# block 1

Fig. 1: block 1, metal 2
(2 px per um) Cells faint in the background.
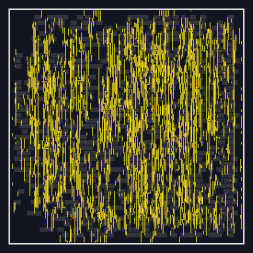

`config.mk`:
```
export PLATFORM = sky130hd
export DESIGN_NAME = voice_scheduler
export DESIGN_NICKNAME = d
export VERILOG_FILES = /design/src/rtl/voice_scheduler.sv
export SDC_FILE = /design/constraint.sdc
export NUM_CORES = 1
export LEC_CHECK = 0
export CORE_MARGIN = 1.5
export CORE_UTILIZATION = 55
export CTS_CLUSTER_DIAMETER = 50
export CTS_CLUSTER_SIZE = 25
export DETAILED_ROUTE_END_ITERATION = 12
export PLACE_DENSITY_LB_ADDON = 0.15
export SLEW_MARGIN = 15
export SYNTH_ARGS = -nofsm -noshare
export SYNTH_HDL_FRONTEND = slang
export SYNTH_SLANG_ARGS = --single-unit
```
`constraint.sdc`:
```
create_clock -name clk -period 5 [get_ports clk]
set_input_delay 1 -clock clk [delete_from_list [all_inputs] [get_ports clk]]
set_output_delay 1 -clock clk [all_outputs]
set_load 0.02 [all_outputs]
```
`src/rtl/voice_scheduler.sv`:
```
`default_nettype none
// ============================================================================
//  Module   : voice_scheduler
//  Purpose  : Three-voice phase accumulator that time-shares one sine lookup
//             and mixes the returned samples into one saturated output.
//  Revision : 1.0
// ============================================================================
module voice_scheduler #(
    parameter int TIMEOUT = 8
) (
    input  logic        clk,
    input  logic        reset,
    input  logic        generate_next,
    input  logic [2:0]  voice_en,
    input  logic [19:0] step_size_0,
    input  logic [19:0] step_size_1,
    input  logic [19:0] step_size_2,
    output logic        lookup_req,
    output logic [21:0] lookup_phase,
    input  logic        lookup_valid,
    input  logic [15:0] lookup_sample,
    output logic        sample_ready,
    output logic [15:0] sample,
    output logic        busy,
    output logic        timeout_err
);

    localparam int CNT_W = $clog2(TIMEOUT + 1);

    typedef enum logic [1:0] {
        IDLE  = 2'd0,
        ISSUE = 2'd1,
        WAIT  = 2'd2,
        DONE  = 2'd3
    } state_t;

    state_t             state_q, state_d;
    logic [2:0][21:0]   phase_q, phase_d;
    logic [2:0]         pend_q, pend_d;
    logic [1:0]         cur_q, cur_d;
    logic signed [17:0] acc_q, acc_d;
    logic [CNT_W-1:0]   cnt_q, cnt_d;
    logic [15:0]        sample_q, sample_d;
    logic               ready_q, ready_d;
    logic               terr_q, terr_d;

    logic [19:0]        step_sel;
    logic signed [17:0] half_acc;
    logic [15:0]        sat_val;
    logic               advance;

    function automatic logic [1:0] lowest_voice(input logic [2:0] m);
        if (m[0])      return 2'd0;
        else if (m[1]) return 2'd1;
        else           return 2'd2;
    endfunction

    always_comb begin
        case (cur_q)
            2'd0:    step_sel = step_size_0;
            2'd1:    step_sel = step_size_1;
            default: step_sel = step_size_2;
        endcase
    end

    assign half_acc = acc_q >>> 1;

    always_comb begin
        if (half_acc > 18'sd32767)
            sat_val = 16'h7FFF;
        else if (half_acc < -18'sd32768)
            sat_val = 16'h8000;
        else
            sat_val = half_acc[15:0];
    end

    always_comb begin
        state_d      = state_q;
        phase_d      = phase_q;
        pend_d       = pend_q;
        cur_d        = cur_q;
        acc_d        = acc_q;
        cnt_d        = cnt_q;
        sample_d     = sample_q;
        ready_d      = 1'b0;
        terr_d       = terr_q;
        lookup_req   = 1'b0;
        lookup_phase = 22'd0;
        advance      = 1'b0;

        case (state_q)
            IDLE: begin
                if (generate_next) begin
                    acc_d = 18'sd0;
                    if (voice_en == 3'b000) begin
                        pend_d  = 3'b000;
                        state_d = DONE;
                    end else begin
                        cur_d   = lowest_voice(voice_en);
                        // Clearing the lowest set bit leaves the voices still to issue.
                        pend_d  = voice_en & (voice_en - 3'd1);
                        state_d = ISSUE;
                    end
                end
            end
            ISSUE: begin
                lookup_req     = 1'b1;
                lookup_phase   = phase_q[cur_q];
                phase_d[cur_q] = phase_q[cur_q] + {2'b00, step_sel};
                cnt_d          = '0;
                state_d        = WAIT;
            end
            WAIT: begin
                if (lookup_valid) begin
                    acc_d   = acc_q + $signed({{2{lookup_sample[15]}}, lookup_sample});
                    advance = 1'b1;
                end else if (cnt_q == CNT_W'(TIMEOUT - 1)) begin
                    terr_d  = 1'b1;
                    advance = 1'b1;
                end else begin
                    cnt_d = cnt_q + 1'b1;
                end
                if (advance) begin
                    if (pend_q != 3'b000) begin
                        cur_d   = lowest_voice(pend_q);
                        pend_d  = pend_q & (pend_q - 3'd1);
                        state_d = ISSUE;
                    end else begin
                        state_d = DONE;
                    end
                end
            end
            DONE: begin
                sample_d = sat_val;
                ready_d  = 1'b1;
                state_d  = IDLE;
            end
            default: state_d = IDLE;
        endcase
    end

    always_ff @(posedge clk) begin
        if (reset) begin
            state_q  <= IDLE;
            phase_q  <= '0;
            pend_q   <= 3'b000;
            cur_q    <= 2'd0;
            acc_q    <= 18'sd0;
            cnt_q    <= '0;
            sample_q <= 16'd0;
            ready_q  <= 1'b0;
            terr_q   <= 1'b0;
        end else begin
            state_q  <= state_d;
            phase_q  <= phase_d;
            pend_q   <= pend_d;
            cur_q    <= cur_d;
            acc_q    <= acc_d;
            cnt_q    <= cnt_d;
            sample_q <= sample_d;
            ready_q  <= ready_d;
            terr_q   <= terr_d;
        end
    end

    assign sample_ready = ready_q;
    assign sample       = sample_q;
    assign busy         = (state_q != IDLE);
    assign timeout_err  = terr_q;

endmodule
`default_nettype wire
```
# block 2

`config.mk`:
```
export PLATFORM = sky130hd
export DESIGN_NAME = vram_arbiter
export DESIGN_NICKNAME = d
export VERILOG_FILES = /design/src/rtl/vram_arb_pkg.sv /design/src/rtl/vram_arbiter_refresh_timer.sv /design/src/rtl/vram_arbiter.sv
export SDC_FILE = /design/constraint.sdc
export NUM_CORES = 1
export LEC_CHECK = 0
export ABC_CLOCK_PERIOD_IN_PS = 2800
export CORE_MARGIN = 2
export CORE_UTILIZATION = 37
export CTS_CLUSTER_DIAMETER = 120
export DETAILED_ROUTE_END_ITERATION = 10
export HOLD_SLACK_MARGIN = 0.12
export PLACE_DENSITY = 0.77
export SLEW_MARGIN = 20
export SYNTH_ARGS = -nofsm -noshare
export SYNTH_HDL_FRONTEND = slang
export SYNTH_SLANG_ARGS = --single-unit
export TNS_END_PERCENT = 100
```
`constraint.sdc`:
```
create_clock -name clk -period 2.8 [get_ports clk]
set_input_delay 0.56 -clock clk [delete_from_list [all_inputs] [get_ports clk]]
set_output_delay 0.56 -clock clk [all_outputs]
set_load 0.01 [all_outputs]
```
`src/rtl/vram_arb_pkg.sv`:
```
// vram_arb_pkg: shared FSM/grant types, operand widths and grant priority for the VRAM arbiter.
package vram_arb_pkg;
   localparam int ADDR_W       = 23;
   localparam int DATA_W       = 32;
   localparam int SIZE_W       = 2;
   localparam int BUSY_TIMEOUT = 4;

   typedef enum logic [1:0] {ST_IDLE, ST_ISSUE, ST_WAIT_BUSY, ST_WAIT_DONE} state_t;
   typedef enum logic [1:0] {GNT_NONE, GNT_REF, GNT_A, GNT_B} gnt_t;

   // Refresh always first; a starved B pre-empts A, otherwise A beats B.
   function automatic gnt_t select_grant(input logic ref_p, input logic a, input logic b, input logic starved);
      return ref_p ? GNT_REF : starved ? GNT_B : a ? GNT_A : b ? GNT_B : GNT_NONE;
   endfunction
endpackage

```
`src/rtl/vram_arbiter_refresh_timer.sv`:
```
// refresh_timer: free-running refresh interval counter with pending request and sticky overrun flag.
module refresh_timer #(
   parameter int INTERVAL = 840
) (
   input  logic clk,
   input  logic reset,
   input  logic pending_clr,
   output logic pending,
   output logic overrun
);
   localparam int CW = (INTERVAL < 2) ? 1 : $clog2(INTERVAL);

   logic [CW-1:0] cnt_q, cnt_d;
   logic          pending_q, pending_d;
   logic          overrun_q, overrun_d;
   logic          wrap;

   assign wrap = cnt_q == CW'(INTERVAL - 1);

   // A wrap always re-arms pending, even when the current refresh is issued in the same cycle.
   always_comb begin
      cnt_d     = wrap ? '0 : cnt_q + 1'b1;
      pending_d = wrap | (pending_q & ~pending_clr);
      overrun_d = overrun_q | (wrap & pending_q & ~pending_clr);
   end

   always_ff @(posedge clk or posedge reset) begin
      if (reset) begin
         cnt_q     <= '0;
         pending_q <= 1'b0;
         overrun_q <= 1'b0;
      end else begin
         cnt_q     <= cnt_d;
         pending_q <= pending_d;
         overrun_q <= overrun_d;
      end
   end

   assign pending = pending_q;
   assign overrun = overrun_q;
endmodule

```
`src/rtl/vram_arbiter.sv`:
```
// vram_arbiter: arbitrates refresh and two request ports onto a single memory-controller command interface.
module vram_arbiter
   import vram_arb_pkg::*;
#(
   parameter int REFRESH_INTERVAL = 840,
   parameter int STARVE_LIMIT     = 4
) (
   input  logic              clk,
   input  logic              reset,
   input  logic              a_read,
   input  logic              a_write,
   input  logic [ADDR_W-1:0] a_addr,
   input  logic [DATA_W-1:0] a_din32,
   input  logic [SIZE_W-1:0] a_wr_size,
   input  logic              b_read,
   input  logic              b_write,
   input  logic [ADDR_W-1:0] b_addr,
   input  logic [DATA_W-1:0] b_din32,
   input  logic [SIZE_W-1:0] b_wr_size,
   output logic              a_ack,
   output logic              b_ack,
   output logic              mem_read,
   output logic              mem_write,
   output logic              mem_refresh,
   output logic [ADDR_W-1:0] mem_addr,
   output logic [DATA_W-1:0] mem_din32,
   output logic [SIZE_W-1:0] mem_wr_size,
   input  logic              mem_busy,
   output logic              refresh_overrun
);
   localparam int SW = (STARVE_LIMIT < 1) ? 1 : $clog2(STARVE_LIMIT + 1);

   state_t            state_q, state_d;
   gnt_t              gnt_q, gnt_d, grant;
   logic [1:0]        wb_cnt_q, wb_cnt_d;
   logic [SW-1:0]     starve_q, starve_d;
   logic [ADDR_W-1:0] addr_q, addr_d;
   logic [DATA_W-1:0] din_q, din_d;
   logic [SIZE_W-1:0] size_q, size_d;
   logic              rd_q, rd_d, wr_q, wr_d, rf_q, rf_d;
   logic              a_ack_q, a_ack_d, b_ack_q, b_ack_d;
   logic              a_req, b_req, starved, refresh_pending, pending_clr;

   assign a_req   = a_read | a_write;
   assign b_req   = b_read | b_write;
   assign starved = b_req && (starve_q == SW'(STARVE_LIMIT));

   refresh_timer #(.INTERVAL(REFRESH_INTERVAL)) u_refresh (
      .clk        (clk),
      .reset      (reset),
      .pending_clr(pending_clr),
      .pending    (refresh_pending),
      .overrun    (refresh_overrun)
   );

   // No grant while an ack is out: a port still holds its request in that cycle.
   always_comb begin
      state_d  = state_q;
      gnt_d    = gnt_q;
      wb_cnt_d = wb_cnt_q;
      grant    = GNT_NONE;
      a_ack_d  = 1'b0;
      b_ack_d  = 1'b0;
      case (state_q)
         ST_IDLE: begin
            grant = (mem_busy || a_ack_q || b_ack_q) ? GNT_NONE : select_grant(refresh_pending, a_req, b_req, starved);
            if (grant != GNT_NONE) begin
               state_d  = ST_ISSUE;
               gnt_d    = grant;
               wb_cnt_d = '0;
            end
         end
         ST_ISSUE: state_d = ST_WAIT_BUSY;
         ST_WAIT_BUSY: begin
            wb_cnt_d = wb_cnt_q + 2'd1;
            if (mem_busy || wb_cnt_q == 2'(BUSY_TIMEOUT - 1)) state_d = ST_WAIT_DONE;
         end
         ST_WAIT_DONE: begin
            if (!mem_busy) begin
               state_d = ST_IDLE;
               a_ack_d = gnt_q == GNT_A;
               b_ack_d = gnt_q == GNT_B;
            end
         end
         default: state_d = ST_IDLE;
      endcase
   end

   // Operands latch only on a port grant; write wins when a port raises both read and write.
   always_comb begin
      pending_clr = grant == GNT_REF;
      rf_d        = pending_clr;
      wr_d        = (grant == GNT_A) ? a_write : (grant == GNT_B) ? b_write : 1'b0;
      rd_d        = (grant == GNT_A && !a_write) || (grant == GNT_B && !b_write);
      addr_d      = (grant == GNT_A) ? a_addr : (grant == GNT_B) ? b_addr : addr_q;
      din_d       = (grant == GNT_A) ? a_din32 : (grant == GNT_B) ? b_din32 : din_q;
      size_d      = (grant == GNT_A) ? a_wr_size : (grant == GNT_B) ? b_wr_size : size_q;
      starve_d    = (grant == GNT_B || !b_req) ? '0 :
                    (grant == GNT_A && starve_q != SW'(STARVE_LIMIT)) ? starve_q + 1'b1 : starve_q;
   end

   always_ff @(posedge clk or posedge reset) begin
      if (reset) begin
         state_q  <= ST_IDLE;
         gnt_q    <= GNT_NONE;
         wb_cnt_q <= '0;
         starve_q <= '0;
         addr_q   <= '0;
         din_q    <= '0;
         size_q   <= '0;
         rd_q     <= 1'b0;
         wr_q     <= 1'b0;
         rf_q     <= 1'b0;
         a_ack_q  <= 1'b0;
         b_ack_q  <= 1'b0;
      end else begin
         state_q  <= state_d;
         gnt_q    <= gnt_d;
         wb_cnt_q <= wb_cnt_d;
         starve_q <= starve_d;
         addr_q   <= addr_d;
         din_q    <= din_d;
         size_q   <= size_d;
         rd_q     <= rd_d;
         wr_q     <= wr_d;
         rf_q     <= rf_d;
         a_ack_q  <= a_ack_d;
         b_ack_q  <= b_ack_d;
      end
   end

   assign mem_read    = rd_q;
   assign mem_write   = wr_q;
   assign mem_refresh = rf_q;
   assign mem_addr    = addr_q;
   assign mem_din32   = din_q;
   assign mem_wr_size = size_q;
   assign a_ack       = a_ack_q;
   assign b_ack       = b_ack_q;
endmodule

```
# block 3

## src/rtl/mmcm_drp_ctrl.sv

```systemverilog
`timescale 1ns/1ps
// MMCM DRP reconfiguration sequencer: holds MMCM in reset, read-modify-writes each entry over DRP, then waits for lock.
// Entry accepted only in IDLE/NEXT (o_ent_ready); one DRP op outstanding; optional readback verify under MMCM_DRP_READBACK_EN.
module mmcm_drp_ctrl #(
    parameter int DRDY_TIMEOUT = 255,
    parameter int LOCK_TIMEOUT = 65535,
    parameter int RST_CYCLES   = 4
) (
    input  logic        i_clk,
    input  logic        i_reset,
    input  logic        i_ent_valid,
    output logic        o_ent_ready,
    input  logic [6:0]  i_ent_addr,
    input  logic [15:0] i_ent_mask,
    input  logic [15:0] i_ent_data,
    input  logic        i_ent_last,
    output logic [6:0]  o_drp_daddr,
    output logic [15:0] o_drp_di,
    output logic        o_drp_den,
    output logic        o_drp_dwe,
    input  logic [15:0] i_drp_do,
    input  logic        i_drp_drdy,
    output logic        o_mmcm_rst,
    input  logic        i_locked,
    output logic        o_busy,
    output logic        o_done,
    output logic        o_error,
    output logic [1:0]  o_err_code
);

    localparam int MAX_A = (LOCK_TIMEOUT > DRDY_TIMEOUT) ? LOCK_TIMEOUT : DRDY_TIMEOUT;
    localparam int MAX_T = (MAX_A > RST_CYCLES) ? MAX_A : RST_CYCLES;
    localparam int CW    = $clog2(MAX_T + 1);
    localparam logic [CW-1:0] DRDY_LIM = CW'(DRDY_TIMEOUT);
    localparam logic [CW-1:0] LOCK_LIM = CW'(LOCK_TIMEOUT);
    localparam logic [CW-1:0] RST_LIM  = CW'(RST_CYCLES - 1);

    typedef enum logic [3:0] {
        IDLE, RST_HOLD, READ, READ_WAIT, WRITE, WRITE_WAIT, NEXT, RELEASE, LOCK_WAIT
    } state_t;

    state_t        state_q, state_d;
    logic [CW-1:0] cnt_q, cnt_d;
    logic [6:0]    addr_q, addr_d;
    logic [15:0]   mask_q, mask_d;
    logic [15:0]   data_q, data_d;
    logic          last_q, last_d;
    logic [15:0]   new_q, new_d;
    logic          rst_q, rst_d;
    logic          busy_q, busy_d;
    logic          done_q, done_d;
    logic          error_q, error_d;
    logic [1:0]    err_q, err_d;
    logic          lock_meta_q, lock_sync_q;
    logic          accept;
`ifdef MMCM_DRP_READBACK_EN
    logic          rb_q, rb_d;
`endif

    assign o_ent_ready = ~i_reset & ((state_q == IDLE) | (state_q == NEXT));
    assign accept      = i_ent_valid & o_ent_ready;
    assign o_drp_daddr = addr_q;
    assign o_drp_di    = new_q;
    assign o_mmcm_rst  = rst_q;
    assign o_busy      = busy_q;
    assign o_done      = done_q;
    assign o_error     = error_q;
    assign o_err_code  = err_q;

    always_ff @(posedge i_clk) begin
        if (i_reset) begin
            state_q     <= IDLE;
            cnt_q       <= '0;
            addr_q      <= '0;
            mask_q      <= '0;
            data_q      <= '0;
            last_q      <= 1'b0;
            new_q       <= '0;
            rst_q       <= 1'b0;
            busy_q      <= 1'b0;
            done_q      <= 1'b0;
            error_q     <= 1'b0;
            err_q       <= '0;
            lock_meta_q <= 1'b0;
            lock_sync_q <= 1'b0;
`ifdef MMCM_DRP_READBACK_EN
            rb_q        <= 1'b0;
`endif
        end else begin
            state_q     <= state_d;
            cnt_q       <= cnt_d;
            addr_q      <= addr_d;
            mask_q      <= mask_d;
            data_q      <= data_d;
            last_q      <= last_d;
            new_q       <= new_d;
            rst_q       <= rst_d;
            busy_q      <= busy_d;
            done_q      <= done_d;
            error_q     <= error_d;
            err_q       <= err_d;
            lock_meta_q <= i_locked;
            lock_sync_q <= lock_meta_q;
`ifdef MMCM_DRP_READBACK_EN
            rb_q        <= rb_d;
`endif
        end
    end

    always_comb begin
        state_d   = state_q;
        cnt_d     = cnt_q;
        addr_d    = addr_q;
        mask_d    = mask_q;
        data_d    = data_q;
        last_d    = last_q;
        new_d     = new_q;
        rst_d     = rst_q;
        busy_d    = busy_q;
        done_d    = 1'b0;
        error_d   = 1'b0;
        err_d     = err_q;
        o_drp_den = 1'b0;
        o_drp_dwe = 1'b0;
`ifdef MMCM_DRP_READBACK_EN
        rb_d      = rb_q;
`endif

        if (accept) begin
            addr_d = i_ent_addr;
            mask_d = i_ent_mask;
            data_d = i_ent_data;
            last_d = i_ent_last;
        end

        case (state_q)
            IDLE: begin
                if (accept) begin
                    rst_d   = 1'b1;
                    busy_d  = 1'b1;
                    err_d   = 2'd0;
                    cnt_d   = '0;
                    state_d = RST_HOLD;
                end
            end
            RST_HOLD: begin
                if (cnt_q == RST_LIM) begin
                    cnt_d   = '0;
                    state_d = READ;
                end else begin
                    cnt_d = cnt_q + 1'b1;
                end
            end
            READ: begin
                o_drp_den = 1'b1;
                cnt_d     = CW'(1);
                state_d   = READ_WAIT;
            end
            READ_WAIT: begin
                if (i_drp_drdy) begin
`ifdef MMCM_DRP_READBACK_EN
                    if (rb_q) begin
                        rb_d = 1'b0;
                        if (i_drp_do != new_q) begin
                            error_d = 1'b1;
                            err_d   = 2'd3;
                            rst_d   = 1'b0;
                            busy_d  = 1'b0;
                            state_d = IDLE;
                        end else begin
                            state_d = last_q ? RELEASE : NEXT;
                        end
                    end else begin
                        new_d   = (i_drp_do & mask_q) | (data_q & ~mask_q);
                        state_d = WRITE;
                    end
`else
                    new_d   = (i_drp_do & mask_q) | (data_q & ~mask_q);
                    state_d = WRITE;
`endif
                end else if (cnt_q == DRDY_LIM) begin
                    error_d = 1'b1;
                    err_d   = 2'd1;
                    rst_d   = 1'b0;
                    busy_d  = 1'b0;
                    state_d = IDLE;
                end else begin
                    cnt_d = cnt_q + 1'b1;
                end
            end
            WRITE: begin
                o_drp_den = 1'b1;
                o_drp_dwe = 1'b1;
                cnt_d     = CW'(1);
                state_d   = WRITE_WAIT;
            end
            WRITE_WAIT: begin
                if (i_drp_drdy) begin
`ifdef MMCM_DRP_READBACK_EN
                    rb_d    = 1'b1;
                    state_d = READ;
`else
                    state_d = last_q ? RELEASE : NEXT;
`endif
                end else if (cnt_q == DRDY_LIM) begin
                    error_d = 1'b1;
                    err_d   = 2'd1;
                    rst_d   = 1'b0;
                    busy_d  = 1'b0;
                    state_d = IDLE;
                end else begin
                    cnt_d = cnt_q + 1'b1;
                end
            end
            NEXT: begin
                if (accept) begin
                    state_d = READ;
                end
            end
            RELEASE: begin
                rst_d   = 1'b0;
                cnt_d   = '0;
                state_d = LOCK_WAIT;
            end
            LOCK_WAIT: begin
                if (lock_sync_q) begin
                    done_d  = 1'b1;
                    busy_d  = 1'b0;
                    state_d = IDLE;
                end else if (cnt_q == LOCK_LIM) begin
                    error_d = 1'b1;
                    err_d   = 2'd2;
                    busy_d  = 1'b0;
                    state_d = IDLE;
                end else begin
                    cnt_d = cnt_q + 1'b1;
                end
            end
            default: state_d = IDLE;
        endcase
    end

endmodule

```

## config.mk

```make
export PLATFORM = sky130hd
export DESIGN_NAME = mmcm_drp_ctrl
export DESIGN_NICKNAME = d
export VERILOG_FILES = /design/src/rtl/mmcm_drp_ctrl.sv
export SDC_FILE = /design/constraint.sdc
export NUM_CORES = 1
export LEC_CHECK = 0
export CORE_ASPECT_RATIO = 1.75
export CORE_UTILIZATION = 44
export CTS_CLUSTER_DIAMETER = 80
export DETAILED_ROUTE_END_ITERATION = 6
export PLACE_DENSITY = 0.75
export SYNTH_ARGS = -nofsm -noshare
export SYNTH_HDL_FRONTEND = slang
export SYNTH_SLANG_ARGS = --single-unit
```

## constraint.sdc

```tcl
create_clock -name i_clk -period 2.05 [get_ports i_clk]
set_clock_uncertainty 0.1 [all_clocks]
set_input_delay 0.41 -clock i_clk [delete_from_list [all_inputs] [get_ports i_clk]]
set_output_delay 0.41 -clock i_clk [all_outputs]
set_load 0.05 [all_outputs]
```

# block 4

`config.mk`:
```
export PLATFORM = sky130hd
export DESIGN_NAME = counter_table_updater_flat
export DESIGN_NICKNAME = d
export VERILOG_FILES = /design/src/rtl/counter_table_updater_if.sv /design/src/rtl/counter_table_updater.sv /design/src/flat_wrapper.sv
export SDC_FILE = /design/constraint.sdc
export NUM_CORES = 1
export LEC_CHECK = 0
export ABC_AREA = 0
export ABC_CLOCK_PERIOD_IN_PS = 2300
export CAP_MARGIN = 20
export CORE_MARGIN = 2
export CORE_UTILIZATION = 45
export CTS_CLUSTER_DIAMETER = 100
export CTS_CLUSTER_SIZE = 8
export DETAILED_ROUTE_END_ITERATION = 12
export HOLD_SLACK_MARGIN = 0.06
export PLACE_DENSITY_LB_ADDON = 0.1
export SLEW_MARGIN = 20
export SYNTH_ARGS = -nofsm -noshare
export SYNTH_HDL_FRONTEND = slang
export SYNTH_SLANG_ARGS = --single-unit
```
`constraint.sdc`:
```
create_clock -name Clk -period 2.3 [get_ports Clk]
set_clock_uncertainty 0.2 [all_clocks]
set_input_delay 0.23 -clock Clk [delete_from_list [all_inputs] [get_ports Clk]]
set_output_delay 0.23 -clock Clk [all_outputs]
set_load 0.02 [all_outputs]
```
`src/rtl/counter_table_updater_if.sv`:
```
// Bus bundle between the counter-table updater, the commit/fetch clients and
// the single-port saturating-counter table.
interface counter_table_updater_if #(
    parameter int IDX_W = 8,
    parameter int CNT_W = 3
);
    // Commit-side update requests
    logic             UpdValid;
    logic             UpdRdy;
    logic [IDX_W-1:0] UpdIdx;
    logic             UpdTaken;
    // Fetch-side lookup
    logic             LkValid;
    logic [IDX_W-1:0] LkAddr;
    logic [CNT_W-1:0] LkDout;
    logic             LkDoutValid;
    // Table port
    logic [IDX_W-1:0] TblAddr;
    logic             TblWen;
    logic [CNT_W-1:0] TblDin;
    logic [CNT_W-1:0] TblDout;
    // Status
    logic             Busy;

    // Environment side: clients and table
    modport master (
        output UpdValid, UpdIdx, UpdTaken, LkValid, LkAddr, TblDout,
        input  UpdRdy, LkDout, LkDoutValid, TblAddr, TblWen, TblDin, Busy
    );

    // Updater side
    modport slave (
        input  UpdValid, UpdIdx, UpdTaken, LkValid, LkAddr, TblDout,
        output UpdRdy, LkDout, LkDoutValid, TblAddr, TblWen, TblDin, Busy
    );
endinterface

```
`src/rtl/counter_table_updater.sv`:
```
// Write-side controller for the saturating-counter table: buffers branch
// resolutions in a small FIFO and applies them by read-modify-write through
// the shared table port, always yielding the port to fetch lookups.
module counter_table_updater #(
    parameter int IDX_W      = 8,
    parameter int CNT_W      = 3,
    parameter int FIFO_DEPTH = 4
) (
    input logic                  Clk,
    input logic                  Rest,
    counter_table_updater_if.slave bus
);
    localparam int PTR_W = (FIFO_DEPTH > 1) ? $clog2(FIFO_DEPTH) : 1;
    localparam logic [PTR_W:0]   DEPTH_CNT = (PTR_W+1)'(FIFO_DEPTH);
    localparam logic [PTR_W:0]   ONE_CNT   = (PTR_W+1)'(1);
    localparam logic [CNT_W-1:0] CNT_MAX   = '1;

    typedef enum logic [1:0] {IDLE, RD, CAP, WB} state_t;

    state_t           state, state_nxt;
    logic [IDX_W-1:0] fifo_idx   [FIFO_DEPTH];
    logic             fifo_taken [FIFO_DEPTH];
    logic [PTR_W-1:0] wr_ptr, rd_ptr;
    logic [PTR_W:0]   count;
    logic             full, empty, push, pop;
    logic [IDX_W-1:0] head_idx;
    logic             head_taken;
    logic [CNT_W-1:0] cnt_reg, new_cnt;
    logic             lk_dout_valid;
    logic [IDX_W-1:0] tbl_addr;
    logic             tbl_wen;
    logic [CNT_W-1:0] tbl_din;

    assign full       = (count == DEPTH_CNT);
    assign empty      = (count == '0);
    assign push       = bus.UpdValid & ~full;
    assign pop        = (state == WB) & ~bus.LkValid;
    assign head_idx   = empty ? '0 : fifo_idx[rd_ptr];
    assign head_taken = fifo_taken[rd_ptr];

    assign bus.UpdRdy      = ~full;
    assign bus.LkDout      = bus.TblDout;
    assign bus.LkDoutValid = lk_dout_valid;
    assign bus.Busy        = ~empty | (state != IDLE);
    assign bus.TblAddr     = tbl_addr;
    assign bus.TblWen      = tbl_wen;
    assign bus.TblDin      = tbl_din;

    // Saturating step of the captured counter in the head entry's direction
    always_comb begin
        new_cnt = cnt_reg;
        if (head_taken) begin
            if (cnt_reg != CNT_MAX) new_cnt = cnt_reg + 1'b1;
        end else begin
            if (cnt_reg != '0) new_cnt = cnt_reg - 1'b1;
        end
    end

    // FIFO payload storage; contents are don't-care while the slot is free
    always_ff @(posedge Clk) begin
        if (push) begin
            fifo_idx[wr_ptr]   <= bus.UpdIdx;
            fifo_taken[wr_ptr] <= bus.UpdTaken;
        end
    end

    // FIFO pointers and occupancy; reset flushes any queued updates
    always_ff @(posedge Clk or posedge Rest) begin
        if (Rest) begin
            wr_ptr <= '0;
            rd_ptr <= '0;
            count  <= '0;
        end else begin
            if (push) wr_ptr <= wr_ptr + 1'b1;
            if (pop)  rd_ptr <= rd_ptr + 1'b1;
            unique case ({push, pop})
                2'b10:   count <= count + 1'b1;
                2'b01:   count <= count - 1'b1;
                default: count <= count;
            endcase
        end
    end

    // RMW sequencer state register
    always_ff @(posedge Clk or posedge Rest) begin
        if (Rest) state <= IDLE;
        else      state <= state_nxt;
    end

    // Next state: RD/WB repeat while a lookup holds the port; a push into an
    // empty FIFO is noticed the same cycle so RD follows acceptance directly
    always_comb begin
        state_nxt = state;
        unique case (state)
            IDLE:    if (!empty || push) state_nxt = RD;
            RD:      if (!bus.LkValid) state_nxt = CAP;
            CAP:     state_nxt = WB;
            WB:      if (!bus.LkValid) state_nxt = ((count > ONE_CNT) || push) ? RD : IDLE;
            default: state_nxt = IDLE;
        endcase
    end

    // Capture the table read data the cycle after the RD request
    always_ff @(posedge Clk or posedge Rest) begin
        if (Rest)              cnt_reg <= '0;
        else if (state == CAP) cnt_reg <= bus.TblDout;
    end

    // Lookup result valid flag tracks the request one cycle later
    always_ff @(posedge Clk or posedge Rest) begin
        if (Rest) lk_dout_valid <= 1'b0;
        else      lk_dout_valid <= bus.LkValid;
    end

    // Table port mux: lookup first, otherwise the head entry's address
    always_comb begin
        tbl_addr = head_idx;
        tbl_wen  = 1'b0;
        tbl_din  = (state == WB) ? new_cnt : '0;
        if (bus.LkValid)       tbl_addr = bus.LkAddr;
        else if (state == WB)  tbl_wen  = 1'b1;
    end
endmodule
```
`src/flat_wrapper.sv`:
```
// flat-port wrapper written by rule: the top's interface ports become plain ports
module counter_table_updater_flat 
#(
    parameter int IDX_W      = 8,
    parameter int CNT_W      = 3,
    parameter int FIFO_DEPTH = 4
)
  (Clk, Rest, bus_UpdValid, bus_UpdIdx, bus_UpdTaken, bus_LkValid, bus_LkAddr, bus_TblDout, bus_UpdRdy, bus_LkDout, bus_LkDoutValid, bus_TblAddr, bus_TblWen, bus_TblDin, bus_Busy);
  counter_table_updater_if #(.IDX_W(IDX_W), .CNT_W(CNT_W)) bus_i ();
  input logic Clk;
  input logic Rest;
  input wire logic [$bits(bus_i.UpdValid)-1:0] bus_UpdValid;
  input wire logic [$bits(bus_i.UpdIdx)-1:0] bus_UpdIdx;
  input wire logic [$bits(bus_i.UpdTaken)-1:0] bus_UpdTaken;
  input wire logic [$bits(bus_i.LkValid)-1:0] bus_LkValid;
  input wire logic [$bits(bus_i.LkAddr)-1:0] bus_LkAddr;
  input wire logic [$bits(bus_i.TblDout)-1:0] bus_TblDout;
  output wire logic [$bits(bus_i.UpdRdy)-1:0] bus_UpdRdy;
  output wire logic [$bits(bus_i.LkDout)-1:0] bus_LkDout;
  output wire logic [$bits(bus_i.LkDoutValid)-1:0] bus_LkDoutValid;
  output wire logic [$bits(bus_i.TblAddr)-1:0] bus_TblAddr;
  output wire logic [$bits(bus_i.TblWen)-1:0] bus_TblWen;
  output wire logic [$bits(bus_i.TblDin)-1:0] bus_TblDin;
  output wire logic [$bits(bus_i.Busy)-1:0] bus_Busy;
  assign bus_i.UpdValid = bus_UpdValid;
  assign bus_i.UpdIdx = bus_UpdIdx;
  assign bus_i.UpdTaken = bus_UpdTaken;
  assign bus_i.LkValid = bus_LkValid;
  assign bus_i.LkAddr = bus_LkAddr;
  assign bus_i.TblDout = bus_TblDout;
  assign bus_UpdRdy = bus_i.UpdRdy;
  assign bus_LkDout = bus_i.LkDout;
  assign bus_LkDoutValid = bus_i.LkDoutValid;
  assign bus_TblAddr = bus_i.TblAddr;
  assign bus_TblWen = bus_i.TblWen;
  assign bus_TblDin = bus_i.TblDin;
  assign bus_Busy = bus_i.Busy;
  counter_table_updater #(.IDX_W(IDX_W), .CNT_W(CNT_W), .FIFO_DEPTH(FIFO_DEPTH)) u_core (.Clk(Clk), .Rest(Rest), .bus(bus_i));
endmodule
```
Fig. 2: block 3, gate-type map
(4 px per um)
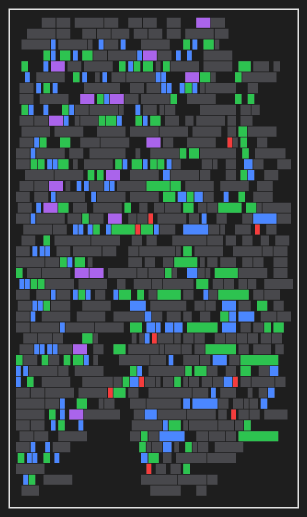
- mux cells: purple (cells 16)
- nand cells: blue (cells 120; where spread over the die)
- inv cells: red (cells 10)
- aoi and oai cells: green (cells 110; where spread over the die)
Comb/total area: 0.364
Commonest Layout Cell: nand2_1

==> qor.yml, block 3 <==
timing:
  post-route-worst-setup-slack_ns: -0.108
  finalSetupViolations: 14
worst_setup_path:
  endpoint_kind: "flop"
  path_class: "in -> reg"
  crit_path_max_fanout: 4
  slowest_delay_ns: 0.48
drt:
  drc_errors: 0
  wl_met3_um: 599
placement:
  placed_cell_area_mm2: 0.00531
worst_hold_path:
  min_path_cells: 1
  min_from: "lock_meta_q"
  hold_path_end: "lock_sync_q"
power_and_ir_drop:
  p_total_mw: 6.22
  p_int_mw: 4.03
floorplan:
  die_x_um: 71.9
outcome:
  outcome: "finished, violations left"
  violations: "negative setup slack"
cells_and_area:
  clkbuf_count: 12
cts:
  cts_tree: "built"
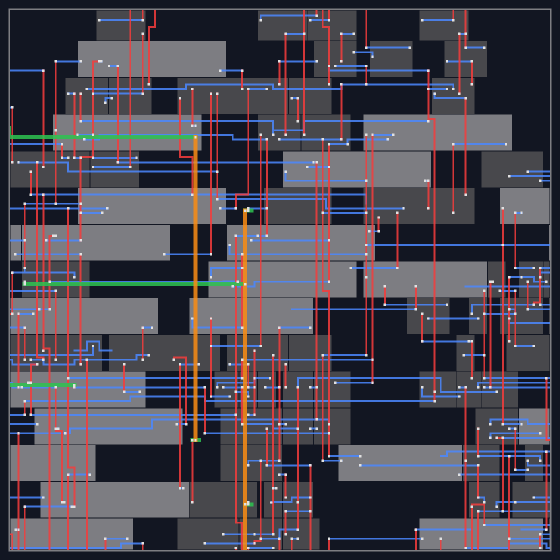
Fig. 3. Close-up of the layout (block 4).
Window x 18 to 58, y 33 to 73 um. Cells in gray, sequential cells in the stronger gray; small squares are vias.
- M3: green
- M2: red
- M4: orange
- M1: blue
- sequential cells in the window: 18
- netlist names of flops here include: u_core.fifo_idx (14)
- most frequent: edfxtp_1 (14), buf_4 (7)
- cells with their middle in the window: 72

==> qor.yml, block 4 <==
power_and_ir_drop:
  p_clk_frac: 0.149
floorplan:
  core_mm2: 0.00504
  nWellTaps: 70
worst_setup_path:
  crit_path_max_fanout: 5
  slowest_delay_ns: 0.56
  critical_path_arrival_ns: 1.99
outcome:
  outcome: "finished, violations left"
  violations: "negative setup slack"
cells_and_area:
  dominant_cells: "sequential cells"
timing:
  slew_headroom: 0.648
  max_clock_freq_mhz: 414
  finalSetupViolations: 11
  whs_ns: 0.0577
  post-route-worst-setup-slack_ns: -0.116
worst_hold_path:
  hold_path_class: "in -> async"
synth:
  postSynthSeqShare: 0.607
  avgSynthCellArea_um2: 15.1
  yosys-top-cells-count: "edfxtp_1, ha_1, dfrtp_1"
drt:
  wl_met1_mm: 1.82
  drt_pass1_iterations: 4
cts:
  cts_buffer_depth: 2
placement:
  globalplace.congestion: 0.765
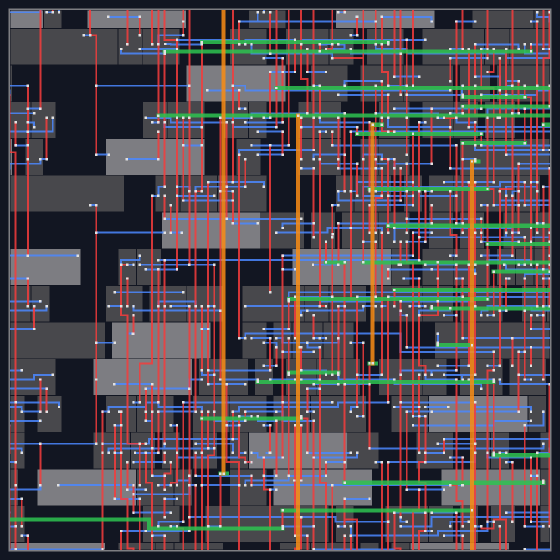
Fig. 4. Close-up of the layout (block 1).
Window x 38 to 78, y 62 to 102 um. Cells in gray, sequential cells in the stronger gray; small squares are vias.
- M1: blue
- M2: red
- M3: green
- M4: orange
- most frequent: nand2_1 (13), dfxtp_1 (12)
- cells with their middle in the window: 126
- netlist names of flops here include: phase_q (11), acc_q (1)
- sequential cells in the window: 12

Notes on Fig. 1 above:
- nets with wire on the layer: 874
- wire length on this layer: 8310 um
- longest straight run: 55.4 um
Total Routed Length: 18.4 mm
routed vias: 6772
global-route met2 utilization: 0.454

==> qor.yml, block 1 <==
cts:
  cts_buffers: 9
  cts_resized: 0
cells_and_area:
  comb_cells: 736
  sequential_cell_total: 112
  comb_area_mm2: 0.00456
  clockNetworkAreaShare: 0.0320
worst_setup_path:
  path_delay_family: "buffers and inverters"
  reg2reg_setup_slack_ns: 1.39
  path_class: "reg -> out"
  crit_end: "lookup_phase[20]"
drt:
  drc_errors: 0
  drtIter0Drc: 413
  wl_met3_mm: 1.45
  postRouteAntennaNets: 0
timing:
  whs_ns: 0.456
  period_needed_ns: 3.78
  post-route-worst-setup-slack_ns: 1.22
synth:
  ff_type: "dfxtp_1"
  ys_sh_xor: 0.0346
  yosysMostFrequentCell: "nand2_1"
  ys_chip_area_mm2: 0.00709
power_and_ir_drop:
  powerSeq_mw: 0.980
  p_total_mw: 2.47
outcome:
  outcome: "complete, no violations"
placement:
  dp_slack_ns: 0.973
  placed_cell_area_mm2: 0.00837
grt:
  grt_use_total: 0.272
floorplan:
  die_y_um: 117
  ios: 125
  initial_utilization: 0.562
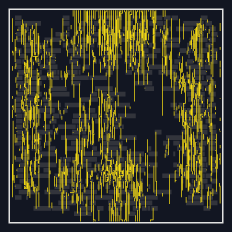
Fig. 5. Metal 2 (block 2).
(2 px per um) Cells faint in the background.
- nets with wire on the layer: 614
- share of all routed wire: 48%
- longest straight run: 41.7 um

==> qor.yml, block 2 <==
outcome:
  outcome: "complete, no violations"
cts:
  post_cts_buffers: 0
  cts_buffers: 9
  clk_latency_ns: 0.35
  cts_tree: "built"
cells_and_area:
  final_core_util: 0.589
  regArea_mm2: 0.00208
  syn2layout_area_growth_pct: 56.5
  design_area_mm2: 0.00602
worst_setup_path:
  r2r-end: "mem_din32[17]"
  worstPathRequired_ns: 3.06
grt:
  grt_pass1_wl_mm: 17.2
  grt_use_total: 0.193
synth:
  top_cells_by_area: "dfrtp_1, nand2_1, a31oi_1"
  synth_cells: 429
  ys_sh_adder: 0.0260
power_and_ir_drop:
  p_total_mw: 5.09
  powerDensity_mw_per_mm2: 845
  ir_drop_mv: 0.394
  powerComb_mw: 2.33
drt:
  drt_pass1_iterations: 4

# block 5

Fig. 6: block 5, close-up of the layout
Window x 41 to 81, y 66 to 106 um. Cells in gray, sequential cells in the stronger gray; small squares are vias.
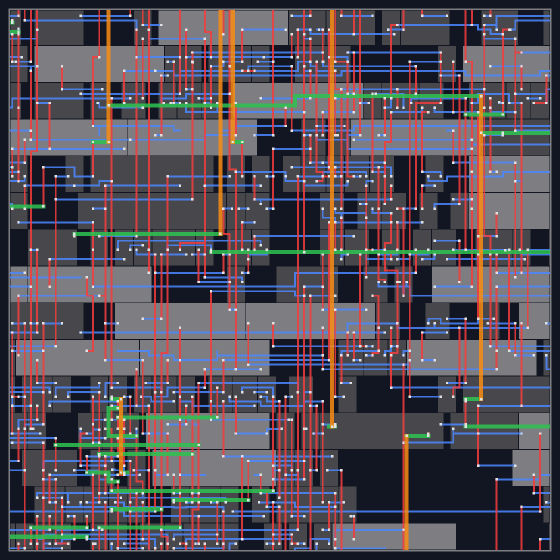

### config.mk
export PLATFORM = sky130hd
export DESIGN_NAME = cfg_chain_loader
export DESIGN_NICKNAME = d
export VERILOG_FILES = /design/src/rtl/cfg_chain_loader.sv
export SDC_FILE = /design/constraint.sdc
export NUM_CORES = 1
export LEC_CHECK = 0
export ABC_AREA = 1
export CAP_MARGIN = 20
export CORE_MARGIN = 5
export CORE_UTILIZATION = 55
export DETAILED_ROUTE_END_ITERATION = 6
export PLACE_DENSITY = 0.78
export SLEW_MARGIN = 20
export SYNTH_ARGS = -nofsm -noshare
export SYNTH_HDL_FRONTEND = slang
export SYNTH_SLANG_ARGS = --single-unit
### constraint.sdc
create_clock -name prog_clk -period 5.2 [get_ports prog_clk]
set_clock_uncertainty 0.1 [all_clocks]
set_input_delay 0.78 -clock prog_clk [delete_from_list [all_inputs] [get_ports prog_clk]]
set_output_delay 0.78 -clock prog_clk [all_outputs]
set_load 0.005 [all_outputs]
### src/rtl/cfg_chain_loader.sv
// Configuration-chain controller: serialises a word stream onto the fabric's
// daisy-chained programming path and verifies it by recirculating readback.
module cfg_chain_loader #(
    parameter int unsigned ROWS         = 8,
    parameter int unsigned BITS_PER_ROW = 1024,
    parameter int unsigned WORD_W       = 32,
    parameter int unsigned CNT_W        = $clog2(ROWS*BITS_PER_ROW+1)
) (
    input  logic              prog_clk,
    input  logic              rst,
    input  logic              start,
    input  logic              mode,
    input  logic              abort,
    input  logic [WORD_W-1:0] s_data,
    input  logic              s_valid,
    output logic              s_ready,
    output logic              chain_in,
    output logic              chain_en,
    input  logic              chain_out,
    output logic              busy,
    output logic              done,
    output logic [15:0]       crc,
    output logic              crc_err,
    output logic [CNT_W-1:0]  bit_cnt
);

    localparam int unsigned TOTAL  = ROWS * BITS_PER_ROW;
    localparam int unsigned NWORDS = TOTAL / WORD_W;
    localparam int unsigned SH_W   = $clog2(WORD_W + 1);
    localparam int unsigned WC_W   = $clog2(NWORDS + 1);

    typedef enum logic [1:0] {IDLE, LOAD, RDBK} state_t;

    state_t            state;
    logic [WORD_W-1:0] shreg;
    logic [WORD_W-1:0] hold;
    logic [SH_W-1:0]   sh_cnt;
    logic              hold_vld;
    logic [WC_W-1:0]   words_acc;
    logic [15:0]       crc_ref;

    logic        shifting;
    logic        sh_drain;
    logic        accept;
    logic        last_bit;
    logic        crc_fb;
    logic [15:0] crc_nxt;

    // Chain-side decode: in readback the chain's output is looped straight back.
    assign shifting = (state == LOAD) && (sh_cnt != '0);
    assign sh_drain = !shifting || (sh_cnt == SH_W'(1));
    assign chain_en = (state == RDBK) || shifting;
    assign chain_in = (state == RDBK) ? chain_out : (shifting & shreg[0]);
    assign s_ready  = (state == LOAD) && !hold_vld && (words_acc < WC_W'(NWORDS));
    assign accept   = s_valid && s_ready;
    assign last_bit = chain_en && (bit_cnt == CNT_W'(TOTAL - 1));

    // Bit-serial CRC-16-CCITT over whatever bit enters the chain this cycle
    assign crc_fb  = crc[15] ^ chain_in;
    assign crc_nxt = {crc[14:0], 1'b0} ^ (crc_fb ? 16'h1021 : 16'h0000);

    always_ff @(posedge prog_clk or posedge rst) begin
        if (rst) begin
            state     <= IDLE;
            busy      <= 1'b0;
            done      <= 1'b0;
            crc       <= 16'hFFFF;
            crc_ref   <= 16'hFFFF;
            crc_err   <= 1'b0;
            bit_cnt   <= '0;
            shreg     <= '0;
            hold      <= '0;
            sh_cnt    <= '0;
            hold_vld  <= 1'b0;
            words_acc <= '0;
        end else begin
            done <= 1'b0;
            case (state)
                IDLE: begin
                    if (start) begin
                        state     <= mode ? RDBK : LOAD;
                        busy      <= 1'b1;
                        crc       <= 16'hFFFF;
                        bit_cnt   <= '0;
                        sh_cnt    <= '0;
                        hold_vld  <= 1'b0;
                        words_acc <= '0;
                    end
                end
                LOAD, RDBK: begin
                    if (chain_en) begin
                        crc <= crc_nxt;
                        if (bit_cnt != CNT_W'(TOTAL))
                            bit_cnt <= bit_cnt + CNT_W'(1);
                    end
                    // Word feed: a draining shift register takes the buffer, else a fresh word
                    if (state == LOAD) begin
                        if (shifting) begin
                            shreg  <= shreg >> 1;
                            sh_cnt <= sh_cnt - SH_W'(1);
                        end
                        if (sh_drain) begin
                            if (hold_vld) begin
                                shreg    <= hold;
                                sh_cnt   <= SH_W'(WORD_W);
                                hold_vld <= 1'b0;
                            end else if (accept) begin
                                shreg  <= s_data;
                                sh_cnt <= SH_W'(WORD_W);
                            end
                        end else if (accept) begin
                            hold     <= s_data;
                            hold_vld <= 1'b1;
                        end
                        if (accept)
                            words_acc <= words_acc + WC_W'(1);
                    end
                    if (abort) begin
                        state    <= IDLE;
                        busy     <= 1'b0;
                        sh_cnt   <= '0;
                        hold_vld <= 1'b0;
                    end else if (last_bit) begin
                        state    <= IDLE;
                        busy     <= 1'b0;
                        done     <= 1'b1;
                        sh_cnt   <= '0;
                        hold_vld <= 1'b0;
                        if (state == LOAD)
                            crc_ref <= crc_nxt;
                        else
                            crc_err <= (crc_nxt != crc_ref);
                    end
                end
                default: begin
                    state <= IDLE;
                    busy  <= 1'b0;
                end
            endcase
        end
    end

endmodule
# block 6

### src/rtl/adder_share_arbiter_pkg.sv
// Shared definitions for the adder-sharing arbiter and its round-robin picker.
package adder_share_arbiter_pkg;

  localparam int ADD_WIDTH = 8;
  localparam int MAX_REQ   = 8;

  typedef enum logic {
    ISSUE = 1'b0,
    HOLD  = 1'b1
  } arb_state_e;

  function automatic int clog2(input int value);
    int r;
    r = 0;
    while ((1 << r) < value) r++;
    return r;
  endfunction

endpackage

### src/rtl/adder_share_arbiter_rr_picker.sv
// Combinational round-robin picker: first asserted request after last_grant, wrapping.
module rr_picker
  import adder_share_arbiter_pkg::*;
#(
  parameter int NUM_REQ = 4,
  parameter int ID_W    = 2
) (
  input  logic [NUM_REQ-1:0] req,
  input  logic [ID_W-1:0]    last_grant,
  output logic [NUM_REQ-1:0] gnt,
  output logic [ID_W-1:0]    gnt_idx,
  output logic               gnt_any
);

  int              cand;
  logic [ID_W-1:0] cand_idx;

  // Scan from last_grant+1 around the ring; the first hit wins.
  always_comb begin
    gnt      = '0;
    gnt_idx  = '0;
    gnt_any  = 1'b0;
    cand     = 0;
    cand_idx = '0;
    for (int k = 1; k <= NUM_REQ; k++) begin
      cand     = (int'(last_grant) + k) % NUM_REQ;
      cand_idx = cand[ID_W-1:0];
      if (!gnt_any && req[cand_idx]) begin
        gnt_any       = 1'b1;
        gnt[cand_idx] = 1'b1;
        gnt_idx       = cand_idx;
      end
    end
  end

endmodule

### src/rtl/adder_share_arbiter.sv
// Shares one external 8-bit add/subtract unit among NUM_REQ requesters with
// round-robin arbitration and a registered, ID-tagged valid/ready response.
module adder_share_arbiter
  import adder_share_arbiter_pkg::*;
#(
  parameter int NUM_REQ = 4,
  parameter int WIDTH   = ADD_WIDTH,
  parameter int ID_W    = clog2(NUM_REQ)
) (
  input  logic                     clk,
  input  logic                     reset,
  input  logic [NUM_REQ-1:0]       req_valid,
  output logic [NUM_REQ-1:0]       req_ready,
  input  logic [NUM_REQ*WIDTH-1:0] req_a,
  input  logic [NUM_REQ*WIDTH-1:0] req_b,
  input  logic [NUM_REQ-1:0]       req_sub,
  input  logic [NUM_REQ-1:0]       req_cin,
  output logic [WIDTH-1:0]         add_a,
  output logic [WIDTH-1:0]         add_b,
  output logic                     add_cin,
  output logic                     add_sub,
  input  logic [WIDTH-1:0]         add_sum,
  input  logic                     add_cout,
  output logic                     rsp_valid,
  input  logic                     rsp_ready,
  output logic [ID_W-1:0]          rsp_id,
  output logic [WIDTH-1:0]         rsp_sum,
  output logic                     rsp_cout,
  output logic                     rsp_ovf
);

  arb_state_e          state;
  logic                grant_en;
  logic [NUM_REQ-1:0]  pick_req;
  logic [NUM_REQ-1:0]  gnt;
  logic [ID_W-1:0]     gnt_idx;
  logic                gnt_any;
  logic [ID_W-1:0]     last_grant;
  logic [WIDTH-1:0]    b_eff;
  logic                ovf_now;

  // Signed overflow of a + b_eff: operand signs agree but the result sign differs.
  function automatic logic signed_ovf(input logic signed [WIDTH-1:0] a,
                                      input logic signed [WIDTH-1:0] b,
                                      input logic signed [WIDTH-1:0] s);
    return (a[WIDTH-1] == b[WIDTH-1]) && (s[WIDTH-1] != a[WIDTH-1]);
  endfunction

  // HOLD while a captured response is waiting on a stalled consumer; the slot
  // can be refilled in the same cycle it is drained, so this is decoded live.
  always_comb begin
    state = (rsp_valid && !rsp_ready) ? HOLD : ISSUE;
  end

  assign grant_en  = !reset && (state == ISSUE);
  assign pick_req  = req_valid & {NUM_REQ{grant_en}};
  assign req_ready = gnt;

  rr_picker #(
    .NUM_REQ (NUM_REQ),
    .ID_W    (ID_W)
  ) u_picker (
    .req        (pick_req),
    .last_grant (last_grant),
    .gnt        (gnt),
    .gnt_idx    (gnt_idx),
    .gnt_any    (gnt_any)
  );

  // Route the granted requester onto the shared adder; idle drives zeros.
  always_comb begin
    add_a   = '0;
    add_b   = '0;
    add_sub = 1'b0;
    add_cin = 1'b0;
    for (int i = 0; i < NUM_REQ; i++) begin
      if (gnt[i]) begin
        add_a   = req_a[i*WIDTH +: WIDTH];
        add_b   = req_b[i*WIDTH +: WIDTH];
        add_sub = req_sub[i];
        // Subtract is a + ~b + 1, so the carry-in is forced high.
        add_cin = req_sub[i] ? 1'b1 : req_cin[i];
      end
    end
  end

  assign b_eff   = add_b ^ {WIDTH{add_sub}};
  assign ovf_now = signed_ovf(add_a, b_eff, add_sum);

  // ---- stage boundary: adder result captured into the response slot ----
  // Capture on transfer, release the slot on drain, move the pointer only on transfer.
  always_ff @(posedge clk) begin
    if (reset) begin
      rsp_valid  <= 1'b0;
      rsp_id     <= '0;
      rsp_sum    <= '0;
      rsp_cout   <= 1'b0;
      rsp_ovf    <= 1'b0;
      last_grant <= ID_W'(NUM_REQ - 1);
    end else if (gnt_any) begin
      rsp_valid  <= 1'b1;
      rsp_id     <= gnt_idx;
      rsp_sum    <= add_sum;
      rsp_cout   <= add_cout;
      rsp_ovf    <= ovf_now;
      last_grant <= gnt_idx;
    end else if (rsp_ready) begin
      rsp_valid  <= 1'b0;
    end
  end

endmodule

### config.mk
export PLATFORM = sky130hd
export DESIGN_NAME = adder_share_arbiter
export DESIGN_NICKNAME = d
export VERILOG_FILES = /design/src/rtl/adder_share_arbiter_pkg.sv /design/src/rtl/adder_share_arbiter_rr_picker.sv /design/src/rtl/adder_share_arbiter.sv
export SDC_FILE = /design/constraint.sdc
export NUM_CORES = 1
export LEC_CHECK = 0
export CAP_MARGIN = 5
export CORE_ASPECT_RATIO = 1.75
export CORE_MARGIN = 2
export CORE_UTILIZATION = 32
export DETAILED_ROUTE_END_ITERATION = 12
export PLACE_DENSITY = 0.77
export SETUP_SLACK_MARGIN = 0.05
export SLEW_MARGIN = 20
export SYNTH_ARGS = -nofsm -noshare
export SYNTH_HDL_FRONTEND = slang
export SYNTH_HIERARCHICAL = 1
export SYNTH_SLANG_ARGS = --single-unit
### constraint.sdc
create_clock -name clk -period 4.36 [get_ports clk]
set_clock_uncertainty 0.2 [all_clocks]
set_input_delay 0.872 -clock clk [delete_from_list [all_inputs] [get_ports clk]]
set_output_delay 0.872 -clock clk [all_outputs]
set_load 0.005 [all_outputs]
Fig. 7: block 5, metal 2
(2 px per um) Cells faint in the background.
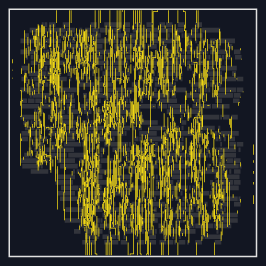
- main direction: vertical
- share of all routed wire: 48%

About Fig. 6:
- M1: blue
- M3: green
- M2: red
- M4: orange
- cells with their middle in the window: 147
- netlist names of flops here include: crc (8), crc_ref (5), sh_cnt (4)
- sequential cells in the window: 19
- most frequent: nand2_1 (30), inv_1 (23), nand3_1 (20)

==> qor.yml, block 5 <==
outcome:
  outcome: "complete, no violations"
grt:
  grt_busiest_layer: "met2"
  overflow: 0
placement:
  dp_hpwl_mm: 10.4
  dp_slack_ns: 1.66
synth:
  ys_sh_xor: 0.0175
  ys_sh_aoi: 0.169
  edf_count: 0
  fp_nets: 927
  avgSynthCellArea_um2: 8.00
cells_and_area:
  clkbuf_count: 21
  antennaDiodeCount: 0
  most-common-layout-cells: "nand2_1, inv_1, o21ai_0, dfrtp_1, clkdlybuf4s50_1"
cts:
  cts-hold-fix-buffers: 0
  clk_latency_ns: 0.42
  ctsHtreeMaxLevel: 4
drt:
  drc_errors: 0
  drt_pass1_iterations: 6
  num_vias: 5873
power_and_ir_drop:
  p_leak_nw: 3.80
  p_clk_frac: 0.305
  pg_clk_mw: 1.16
  p_comb_frac: 0.329
  netSwitchingFraction: 0.364
worst_hold_path:
  min_path_cells: 2
timing:
  worst_pin_slew_ns: 0.859
run:
  max_cap_viol_count: 0
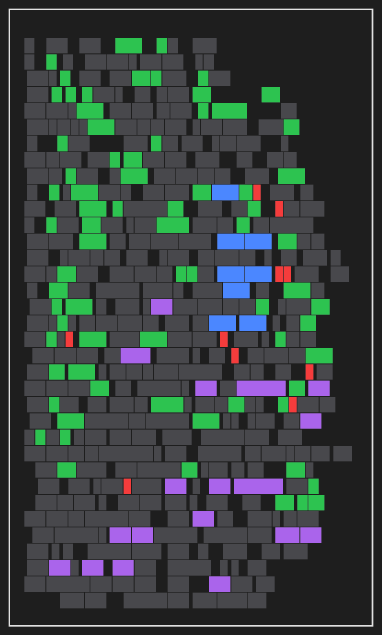
Fig. 8. Gate-type map (block 6).
(6 px per um)
- aoi and oai cells: green (cells 73)
- mux cells: purple (cells 18)
- inv cells: red (cells 10)
- fa/ha/maj cells: blue (cells 8)
Non-Filler Instances: 500
Commonest Layout Cell: clkdlybuf4s50_1
Comb/total area: 0.408

==> qor.yml, block 6 <==
cells_and_area:
  top_register: "rsp_sum"
  layout-drive-gt1-share: 0.371
  inv_count: 10
  syn2layout_area_growth_pct: 119
timing:
  finalSetupViolations: 20
  post-route-worst-setup-slack_ns: -0.342
  finalCritPeriodShare: 1.08
cts:
  cts_resized: 138
  cts-hold-fix-buffers: 0
grt:
  grt_busiest_layer: "met2"
synth:
  ys_types: 44
  synth_cells: 250
  ys_sh_aoi: 0.322
  synthMuxAreaShare: 0.116
floorplan:
  ios: 123
  initial_utilization: 0.335
placement:
  globalplace.congestion: 0.867
outcome:
  outcome: "finished, violations left"
  violations: "negative setup slack"
drt:
  viasPerCell: 5.47
worst_setup_path:
  path_delay_family: "AND-OR/OR-AND gates"


==> notes/layouts.md <==
Pictures saved along the way, in no particular order.

Close-up of the layout.
panel A
Window x 10 to 50, y 52 to 92 um. Cells in gray, sequential cells in the stronger gray; small squares are vias.
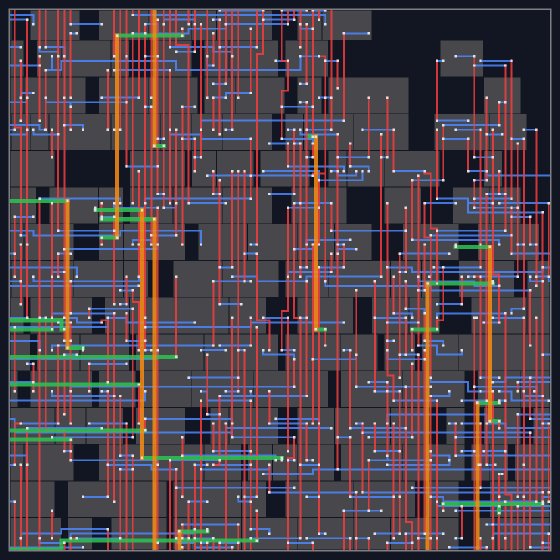
panel B
Window x 16 to 56, y 67 to 107 um. Cells in gray, sequential cells in the stronger gray; small squares are vias.
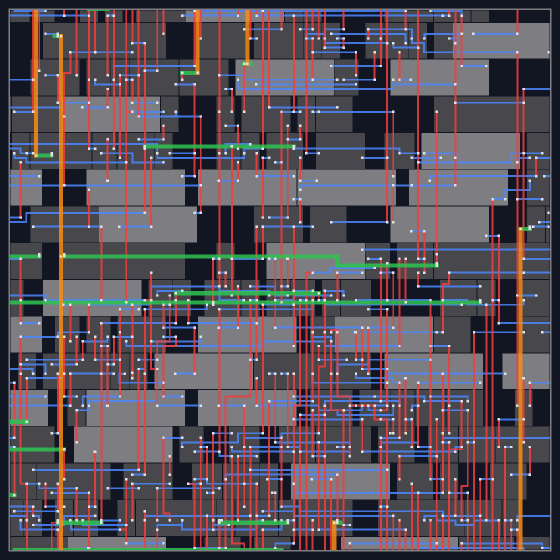
panel C
Window x 33 to 73, y 54 to 94 um. Cells in gray, sequential cells in the stronger gray; small squares are vias.
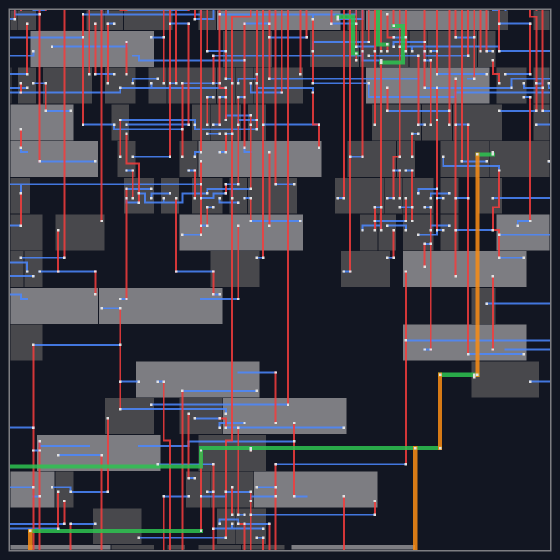
| from | picture |
|---|---|
| block 6 | panel A |
| block 2 | panel C |
| block 3 | panel B |

Key to panel A:
- M1: blue
- M2: red
- M3: green
- M4: orange
- sequential cells in the window: 0
- most frequent: clkdlybuf4s50_1 (31), buf_4 (17), buf_6 (14)
- cells with their middle in the window: 148

